# serial_addsub_ctrl

### Where the registers sit, serial_addsub_ctrl

Other sequential cells in the stronger gray, the rest of the logic in the fainter gray.
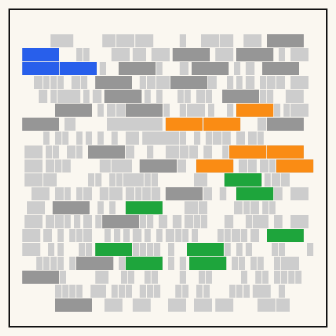
===== src/rtl/serial_addsub_ctrl_pkg.sv =====
// -----------------------------------------------------------------------------
// serial_addsub_ctrl_pkg
//   Shared definitions for the bit-serial adder/subtractor sequencer:
//   FSM state encodings and operation codes.
//   No ports (package).
// -----------------------------------------------------------------------------
package serial_addsub_ctrl_pkg;

    localparam logic [1:0] ST_IDLE = 2'd0;
    localparam logic [1:0] ST_RUN  = 2'd1;
    localparam logic [1:0] ST_DONE = 2'd2;

    localparam logic OP_ADD = 1'b0;
    localparam logic OP_SUB = 1'b1;

    typedef enum logic [1:0] {
        S_IDLE = ST_IDLE,
        S_RUN  = ST_RUN,
        S_DONE = ST_DONE
    } state_t;

endpackage : serial_addsub_ctrl_pkg


===== src/rtl/serial_addsub_ctrl_addsub_bit.sv =====
// -----------------------------------------------------------------------------
// addsub_bit
//   Purely combinational 1-bit full adder used as the serial datapath slice.
//   Any operand inversion for subtraction is done by the controller.
// Ports
//   x, y  in   operand bits
//   ci    in   carry in
//   s     out  sum bit
//   co    out  carry out
// -----------------------------------------------------------------------------
module addsub_bit (
    input  logic x,
    input  logic y,
    input  logic ci,
    output logic s,
    output logic co
);

    assign s  = x ^ y ^ ci;
    assign co = (x & y) | (ci & (x ^ y));

endmodule : addsub_bit


===== src/rtl/serial_addsub_ctrl.sv =====
// -----------------------------------------------------------------------------
// serial_addsub_ctrl
//   Bit-serial WIDTH-bit adder/subtractor sequencer. Feeds one addsub_bit
//   slice LSB-first, keeps the running carry in a flop and assembles the
//   result over WIDTH cycles. Subtraction is a + ~b + 1.
//
//   Optional feature macro: OVF_FLAG_EN
//     defined   : ovf reports signed overflow (carry into MSB ^ final carry)
//     undefined : ovf is tied to 0, no overflow flop is built
//
// Ports
//   clk     in   clock, rising edge
//   rst_n   in   synchronous active-low reset
//   start   in   operation request, sampled only in IDLE
//   op      in   0 = add, 1 = subtract (captured with start)
//   a, b    in   WIDTH-bit operands (captured with start)
//   busy    out  high while the serial loop runs
//   done    out  one-cycle pulse when result/cout/ovf become valid
//   result  out  WIDTH-bit sum/difference, held until the next done
//   cout    out  final carry (sub: 1 = no borrow)
//   ovf     out  signed overflow flag
// -----------------------------------------------------------------------------
module serial_addsub_ctrl
    import serial_addsub_ctrl_pkg::*;
#(
    parameter int WIDTH = 8
) (
    input  logic             clk,
    input  logic             rst_n,
    input  logic             start,
    input  logic             op,
    input  logic [WIDTH-1:0] a,
    input  logic [WIDTH-1:0] b,
    output logic             busy,
    output logic             done,
    output logic [WIDTH-1:0] result,
    output logic             cout,
    output logic             ovf
);

    localparam int CNT_W = $clog2(WIDTH);
    localparam logic [CNT_W-1:0] CNT_LAST = CNT_W'(WIDTH - 1);

    state_t           state_q;
    logic [WIDTH-1:0] a_sh_q;
    logic [WIDTH-1:0] b_sh_q;
    logic [WIDTH-1:0] acc_q;
    logic [WIDTH-1:0] result_q;
    logic [CNT_W-1:0] cnt_q;
    logic             carry_q;
    logic             busy_q;
    logic             done_q;
    logic             cout_q;

    logic             sum_bit;
    logic             carry_d;
    logic [WIDTH-1:0] acc_d;

    addsub_bit u_slice (
        .x  (a_sh_q[0]),
        .y  (b_sh_q[0]),
        .ci (carry_q),
        .s  (sum_bit),
        .co (carry_d)
    );

    // New sum bit enters at the MSB; after WIDTH shifts bit 0 sits at acc[0].
    assign acc_d = {sum_bit, acc_q[WIDTH-1:1]};

`ifdef OVF_FLAG_EN
    logic ovf_q;
`endif

    always_ff @(posedge clk) begin
        if (!rst_n) begin
            state_q  <= S_IDLE;
            a_sh_q   <= '0;
            b_sh_q   <= '0;
            acc_q    <= '0;
            result_q <= '0;
            cnt_q    <= '0;
            carry_q  <= 1'b0;
            busy_q   <= 1'b0;
            done_q   <= 1'b0;
            cout_q   <= 1'b0;
`ifdef OVF_FLAG_EN
            ovf_q    <= 1'b0;
`endif
        end else begin
            case (state_q)
                S_IDLE: begin
                    done_q <= 1'b0;
                    if (start) begin
                        a_sh_q  <= a;
                        b_sh_q  <= (op == OP_SUB) ? ~b : b;
                        carry_q <= (op == OP_SUB);
                        cnt_q   <= '0;
                        acc_q   <= '0;
                        busy_q  <= 1'b1;
                        state_q <= S_RUN;
                    end
                end

                S_RUN: begin
                    a_sh_q  <= a_sh_q >> 1;
                    b_sh_q  <= b_sh_q >> 1;
                    acc_q   <= acc_d;
                    carry_q <= carry_d;
                    if (cnt_q == CNT_LAST) begin
                        // Outputs are loaded on the edge into DONE so they are
                        // already valid during the done pulse. carry_q here is
                        // the carry into the MSB.
                        result_q <= acc_d;
                        cout_q   <= carry_d;
`ifdef OVF_FLAG_EN
                        ovf_q    <= carry_q ^ carry_d;
`endif
                        done_q   <= 1'b1;
                        busy_q   <= 1'b0;
                        state_q  <= S_DONE;
                    end else begin
                        cnt_q <= cnt_q + CNT_W'(1);
                    end
                end

                S_DONE: begin
                    // start is deliberately not looked at here.
                    done_q  <= 1'b0;
                    state_q <= S_IDLE;
                end

                default: begin
                    busy_q  <= 1'b0;
                    done_q  <= 1'b0;
                    state_q <= S_IDLE;
                end
            endcase
        end
    end

    assign busy   = busy_q;
    assign done   = done_q;
    assign result = result_q;
    assign cout   = cout_q;
`ifdef OVF_FLAG_EN
    assign ovf    = ovf_q;
`else
    assign ovf    = 1'b0;
`endif

endmodule : serial_addsub_ctrl


===== config.mk =====
export PLATFORM = sky130hd
export DESIGN_NAME = serial_addsub_ctrl
export DESIGN_NICKNAME = d
export VERILOG_FILES = /design/src/rtl/serial_addsub_ctrl_pkg.sv /design/src/rtl/serial_addsub_ctrl_addsub_bit.sv /design/src/rtl/serial_addsub_ctrl.sv
export SDC_FILE = /design/constraint.sdc
export NUM_CORES = 1
export LEC_CHECK = 0
export ABC_AREA = 1
export CORE_MARGIN = 2
export CORE_UTILIZATION = 54
export CTS_BUF_LIST = sky130_fd_sc_hd__clkbuf_4
export DETAILED_ROUTE_END_ITERATION = 6
export PLACE_DENSITY = 0.8
export SLEW_MARGIN = 10
export SYNTH_ARGS = -nofsm -noshare
export SYNTH_HDL_FRONTEND = slang
export SYNTH_HIERARCHICAL = 1
export SYNTH_SLANG_ARGS = --single-unit

===== constraint.sdc =====
create_clock -name clk -period 1.9 [get_ports clk]
set_clock_uncertainty 0.1 [all_clocks]
set_input_delay 0.19 -clock clk [delete_from_list [all_inputs] [get_ports clk]]
set_output_delay 0.19 -clock clk [all_outputs]
set_load 0.005 [all_outputs]

==> results.txt <==
Summary of the current implementation state.

- The run finished with clean final reports.
- The clock buffer count in the final layout is 5, for reference.
- In this run the post-CTS setup repair buffer count came out at 0.
- The vias after detailed routing is 1,680, for reference.
- The total tool warning count is 26, for reference.
- For the worst setup path, the data arrival time is around 1800 ps.
- The routed design uses between 1500 and 2000 µm of met2 wire.
- The xor-xnor portion of the synthesized cell area is 0.486%, for reference.
- The non-clock inverter total of the final layout is 22, for reference.
- TritonRoute reported its final design rule violation total as 0.
- The source of the worst hold timing path is a[7], for reference.
- For this run, the post-layout net count is 319.
- The post-route minimum period is 1570 ps, for reference.
- TritonCTS built the clock tree.
- Looking at the clock tree report, the H-tree level count equals 2.
- The number of setup violations in the final report is 0, for reference.
- After layout, the worst setup slack is 326 ps.
- The report lists the number of standard-cell rows as 20.
- The proportion of layout cells with a drive suffix above 1 is between 7 and 8%, for reference.
Notes on 'Where the registers sit' of serial_addsub_ctrl above:
Key: green = b_sh_q [sequential cells 8]; orange = acc_q [sequential cells 7, where middle right]; blue = cnt_q [sequential cells 3]
Another 22 sequential cells are not colored.
power attributed to sequential cells: 889 µW
core occupancy in the finished layout: 71.4%

worst max-delay path: stages (launching register included):
cell and delay [ps]:
sky130_fd_sc_hd__dfxtp_1 380, sky130_fd_sc_hd__ha_1 160, sky130_fd_sc_hd__ha_1 170, sky130_fd_sc_hd__nand2_1 150
sky130_fd_sc_hd__nor2_4 230, sky130_fd_sc_hd__inv_2 130, sky130_fd_sc_hd__nor2_1 120, sky130_fd_sc_hd__nor2_1 50
power by group:
group          total (mW)  internal (mW)  switching (mW)
Combinational       0.202         0.0909           0.111
Clock               0.584          0.281           0.303
Sequential          0.889          0.869          0.0198

# core_fetch

### Supply network, core_fetch

Bar = 50 µm. Pins as bars on the die edge. Tap cells in gray.
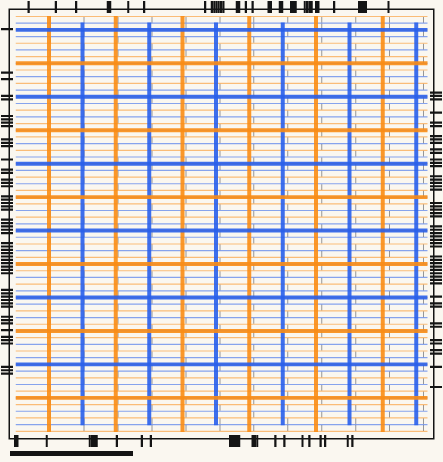
### Routing congestion, core_fetch

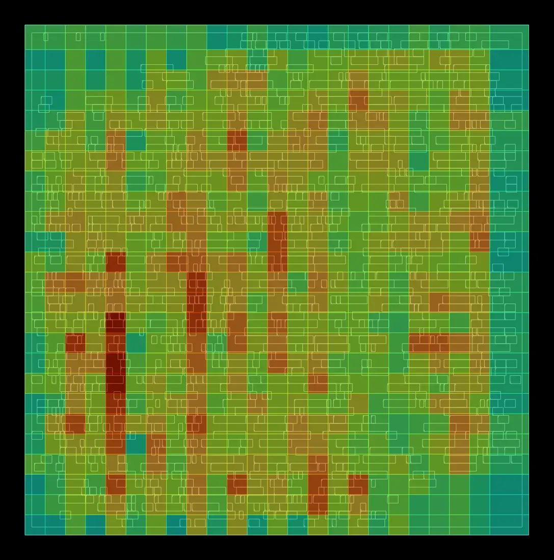
### The metal 4 layer, core_fetch

Cells faint in the background.
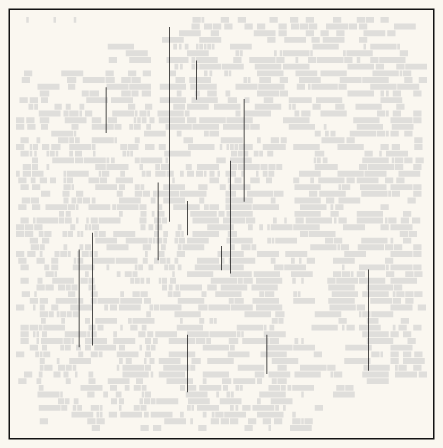
File: src/rtl/core_fetch.sv
// Instruction fetch: PC, in-order word reads, small skid FIFO, registered INST/INST_PC/INST_VALID to decode.
// Latency: accept->INST_VALID 2 cycles, redirect->new INST_VALID 3 cycles; STALL holds output, credit limit throttles I_MEM_REQ.
module core_fetch #(
    parameter logic [31:0] RESET_VECTOR = 32'h0000_0000,
    parameter int          FIFO_DEPTH   = 2
) (
    input  logic        CLK,
    input  logic        RST,
    output logic        I_MEM_REQ,
    output logic [31:0] I_MEM_ADDR,
    input  logic        I_MEM_READY,
    input  logic        I_MEM_VALID,
    input  logic [31:0] I_MEM_RDATA,
    input  logic        STALL,
    input  logic        REDIRECT,
    input  logic [31:0] REDIRECT_PC,
    output logic [31:0] INST,
    output logic [31:0] INST_PC,
    output logic        INST_VALID
);

    localparam int          PTR_W = (FIFO_DEPTH > 1) ? $clog2(FIFO_DEPTH) : 1;
    localparam int          CNT_W = PTR_W + 1;
    localparam logic [31:0] NOP   = 32'h0000_0013;
    localparam logic [CNT_W:0] LIMIT = (CNT_W + 1)'(FIFO_DEPTH);

    logic [31:0]      r_fetch_pc;
    logic [31:0]      r_resp_pc;
    logic [CNT_W-1:0] r_outst;
    logic [CNT_W-1:0] r_discard;
    logic [CNT_W-1:0] r_count;
    logic [PTR_W-1:0] r_wr_ptr;
    logic [PTR_W-1:0] r_rd_ptr;
    logic [31:0]      r_fifo_inst [FIFO_DEPTH];
    logic [31:0]      r_fifo_pc   [FIFO_DEPTH];
    logic [31:0]      r_inst;
    logic [31:0]      r_inst_pc;
    logic             r_inst_vld;

    logic [31:0]      w_redir_pc;
    logic [CNT_W:0]   w_used;
    logic             w_req;
    logic             w_accept;
    logic             w_discard_hit;
    logic             w_keep;
    logic             w_empty;
    logic             w_pop;
    logic             w_bypass;
    logic             w_push;
    logic [CNT_W-1:0] w_outst_nxt;

    assign w_redir_pc    = REDIRECT_PC & 32'hFFFF_FFFC;
    assign w_used        = {1'b0, r_outst} + {1'b0, r_count};
    // Credits cover both in-flight reads and buffered words, so the FIFO can never overflow.
    assign w_req         = !RST && !REDIRECT && (w_used < LIMIT);
    assign w_accept      = w_req && I_MEM_READY;
    assign w_discard_hit = I_MEM_VALID && (r_discard != '0);
    assign w_keep        = I_MEM_VALID && !w_discard_hit && !REDIRECT;
    assign w_empty       = (r_count == '0);
    assign w_pop         = !REDIRECT && !STALL && !w_empty;
    assign w_bypass      = !REDIRECT && !STALL && w_empty && w_keep;
    assign w_push        = w_keep && !w_bypass;
    assign w_outst_nxt   = r_outst + CNT_W'(w_accept) - CNT_W'(I_MEM_VALID);

    assign I_MEM_REQ  = w_req;
    assign I_MEM_ADDR = r_fetch_pc;
    assign INST       = r_inst;
    assign INST_PC    = r_inst_pc;
    assign INST_VALID = r_inst_vld;

    always_ff @(posedge CLK) begin
        if (w_push) begin
            r_fifo_inst[r_wr_ptr] <= I_MEM_RDATA;
            r_fifo_pc[r_wr_ptr]   <= r_resp_pc;
        end
    end

    always_ff @(posedge CLK or posedge RST) begin
        if (RST) begin
            r_fetch_pc <= RESET_VECTOR & 32'hFFFF_FFFC;
            r_resp_pc  <= RESET_VECTOR & 32'hFFFF_FFFC;
            r_outst    <= '0;
            r_discard  <= '0;
            r_count    <= '0;
            r_wr_ptr   <= '0;
            r_rd_ptr   <= '0;
            r_inst     <= NOP;
            r_inst_pc  <= '0;
            r_inst_vld <= 1'b0;
        end else if (REDIRECT) begin
            // Everything still in flight after this cycle belongs to the old path.
            r_fetch_pc <= w_redir_pc;
            r_resp_pc  <= w_redir_pc;
            r_outst    <= w_outst_nxt;
            r_discard  <= w_outst_nxt;
            r_count    <= '0;
            r_wr_ptr   <= '0;
            r_rd_ptr   <= '0;
            r_inst     <= NOP;
            r_inst_vld <= 1'b0;
        end else begin
            if (w_accept) begin
                r_fetch_pc <= r_fetch_pc + 32'd4;
            end
            r_outst <= w_outst_nxt;
            if (w_discard_hit) begin
                r_discard <= r_discard - CNT_W'(1);
            end
            if (w_keep) begin
                r_resp_pc <= r_resp_pc + 32'd4;
            end
            if (w_push) begin
                r_wr_ptr <= r_wr_ptr + PTR_W'(1);
            end
            if (w_pop) begin
                r_rd_ptr <= r_rd_ptr + PTR_W'(1);
            end
            r_count <= r_count + CNT_W'(w_push) - CNT_W'(w_pop);
            if (!STALL) begin
                if (!w_empty) begin
                    r_inst     <= r_fifo_inst[r_rd_ptr];
                    r_inst_pc  <= r_fifo_pc[r_rd_ptr];
                    r_inst_vld <= 1'b1;
                end else if (w_keep) begin
                    r_inst     <= I_MEM_RDATA;
                    r_inst_pc  <= r_resp_pc;
                    r_inst_vld <= 1'b1;
                end else begin
                    r_inst     <= NOP;
                    r_inst_vld <= 1'b0;
                end
            end
        end
    end

endmodule

File: config.mk
export PLATFORM = sky130hd
export DESIGN_NAME = core_fetch
export DESIGN_NICKNAME = d
export VERILOG_FILES = /design/src/rtl/core_fetch.sv
export SDC_FILE = /design/constraint.sdc
export NUM_CORES = 1
export LEC_CHECK = 0
export CORE_AREA = 2 2 170 172
export DETAILED_ROUTE_END_ITERATION = 10
export DIE_AREA = 0 0 172 174
export PLACE_DENSITY_LB_ADDON = 0.1
export SKIP_CTS_REPAIR_TIMING = 1
export SLEW_MARGIN = 30
export SYNTH_ARGS = -nofsm -noshare
export SYNTH_HDL_FRONTEND = slang
export SYNTH_SLANG_ARGS = --single-unit
File: constraint.sdc
create_clock -name CLK -period 5.8 [get_ports CLK]
set_clock_uncertainty 0.05 [all_clocks]
set_input_delay 1.74 -clock CLK [delete_from_list [all_inputs] [get_ports CLK]]
set_output_delay 1.74 -clock CLK [all_outputs]
set_load 0.005 [all_outputs]
==> results.txt <==
Summary of the current implementation state.

- The placeable core region is 0.0282 mm², for reference.
- The initial detailed-routing violation count is 470, for reference.
- 562 cells are multi-input combinational gates.
- The beginning of the worst register-to-register path is r_count[0]$_DFF_PP0_, for reference.
- The combined flip-flop and latch cell area is 0.00701 mm², for reference.
- The upper clock frequency limit is ~190 MHz, for reference.
- During tapcell insertion the tool placed 384 well taps.
- The cell that appears most often on the critical path is sky130_fd_sc_hd__clkdlybuf4s50_1.
- The pre-CTS setup slack is 470 ps, for reference.
- According to the floorplan report, the total die area is 0.0299 mm².
- The largest stage delay on the critical path is approximately 650 ps, for reference.
- The max-slew violation total from the final report is 0, for reference.
- For reference, full adder, half adder and majority cells occupy less than 1% of the area reported after synthesis.
- In the detailed route, the total length drawn on met3 is 1490 µm.
- The sequential cell count of the final layout is 255, for reference.
- The flow ran to the end, and the final reports show no timing, DRC or antenna violations.
- The clock-pin slew of the registers on the worst-case setup and hold paths is about 60 ps, for reference.
- The skew report gives the latency at the later pin of the worst-skew pair as 530 ps.
## Picture notes: 'Supply network' of core_fetch
Key: orange = VSS; blue = VDD
63 met1 rails follow the rows. 384 tap cells.

## Picture notes: 'Routing congestion' of core_fetch
met2 routing resource usage after global routing: 29.6%
core occupancy in the finished layout: 50.0%
Most Crowded Layer GR: met2
met1 routing resource usage after global routing: 26.5%

## Picture notes: 'The metal 4 layer' of core_fetch
7 nets have wire on it. The layer carries 419 µm of wire. The longest straight run is 78.9 µm. The wires run mostly vertical. The layer holds 1.5% of the routed length.
WL final: 27,700 µm
via count of the routed design: 7,897

-- power groups by stage --
| stage | clock network, mW | logic, mW | registers (mW) |
|---|---|---|---|
| finish | 1.85 | 1.05 | 2.35 |
| global route | 1.98 | 1.16 | 2.39 |
| CTS | 1.89 | 1.06 | 2.35 |
| detailed placement | 0 | 1.06 | 2.39 |
| global placement | 0 | 1.05 | 2.38 |
| floorplan | 0 | 0.526 | 2.34 |
-- per-layer routing --
layer	global-route usage, %	up-vias
met2	29.6	207
li1	-	3713
met3	2.91	33
met5	0	-
met1	26.5	3944
met4	4.10	0


==> screenshots <==
Wiring by layer.
Two of the layers only.
image #1
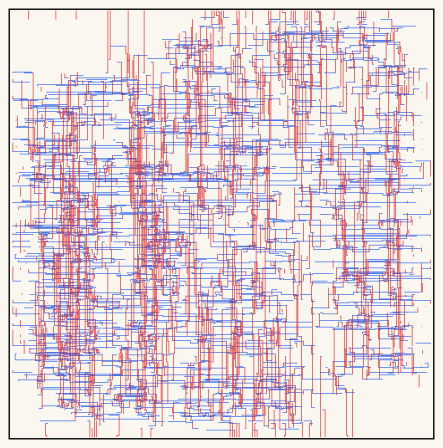
image #2
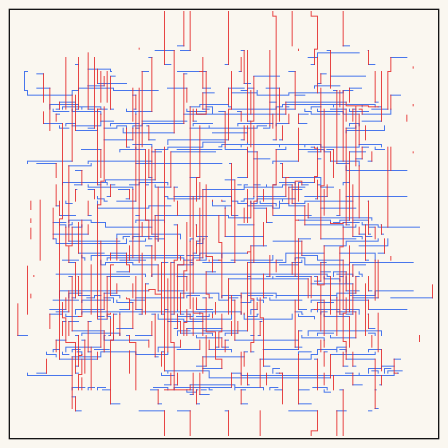
core_fetch -> image #1
serial_addsub_ctrl -> image #2
The one with the most wire is image #1.

Key to image #1:
Key: red = M2 [wire length 12,900 µm]; blue = M1 [wire length 13,000 µm]

No activity file was given, so power comes from the tool's default toggle rates.
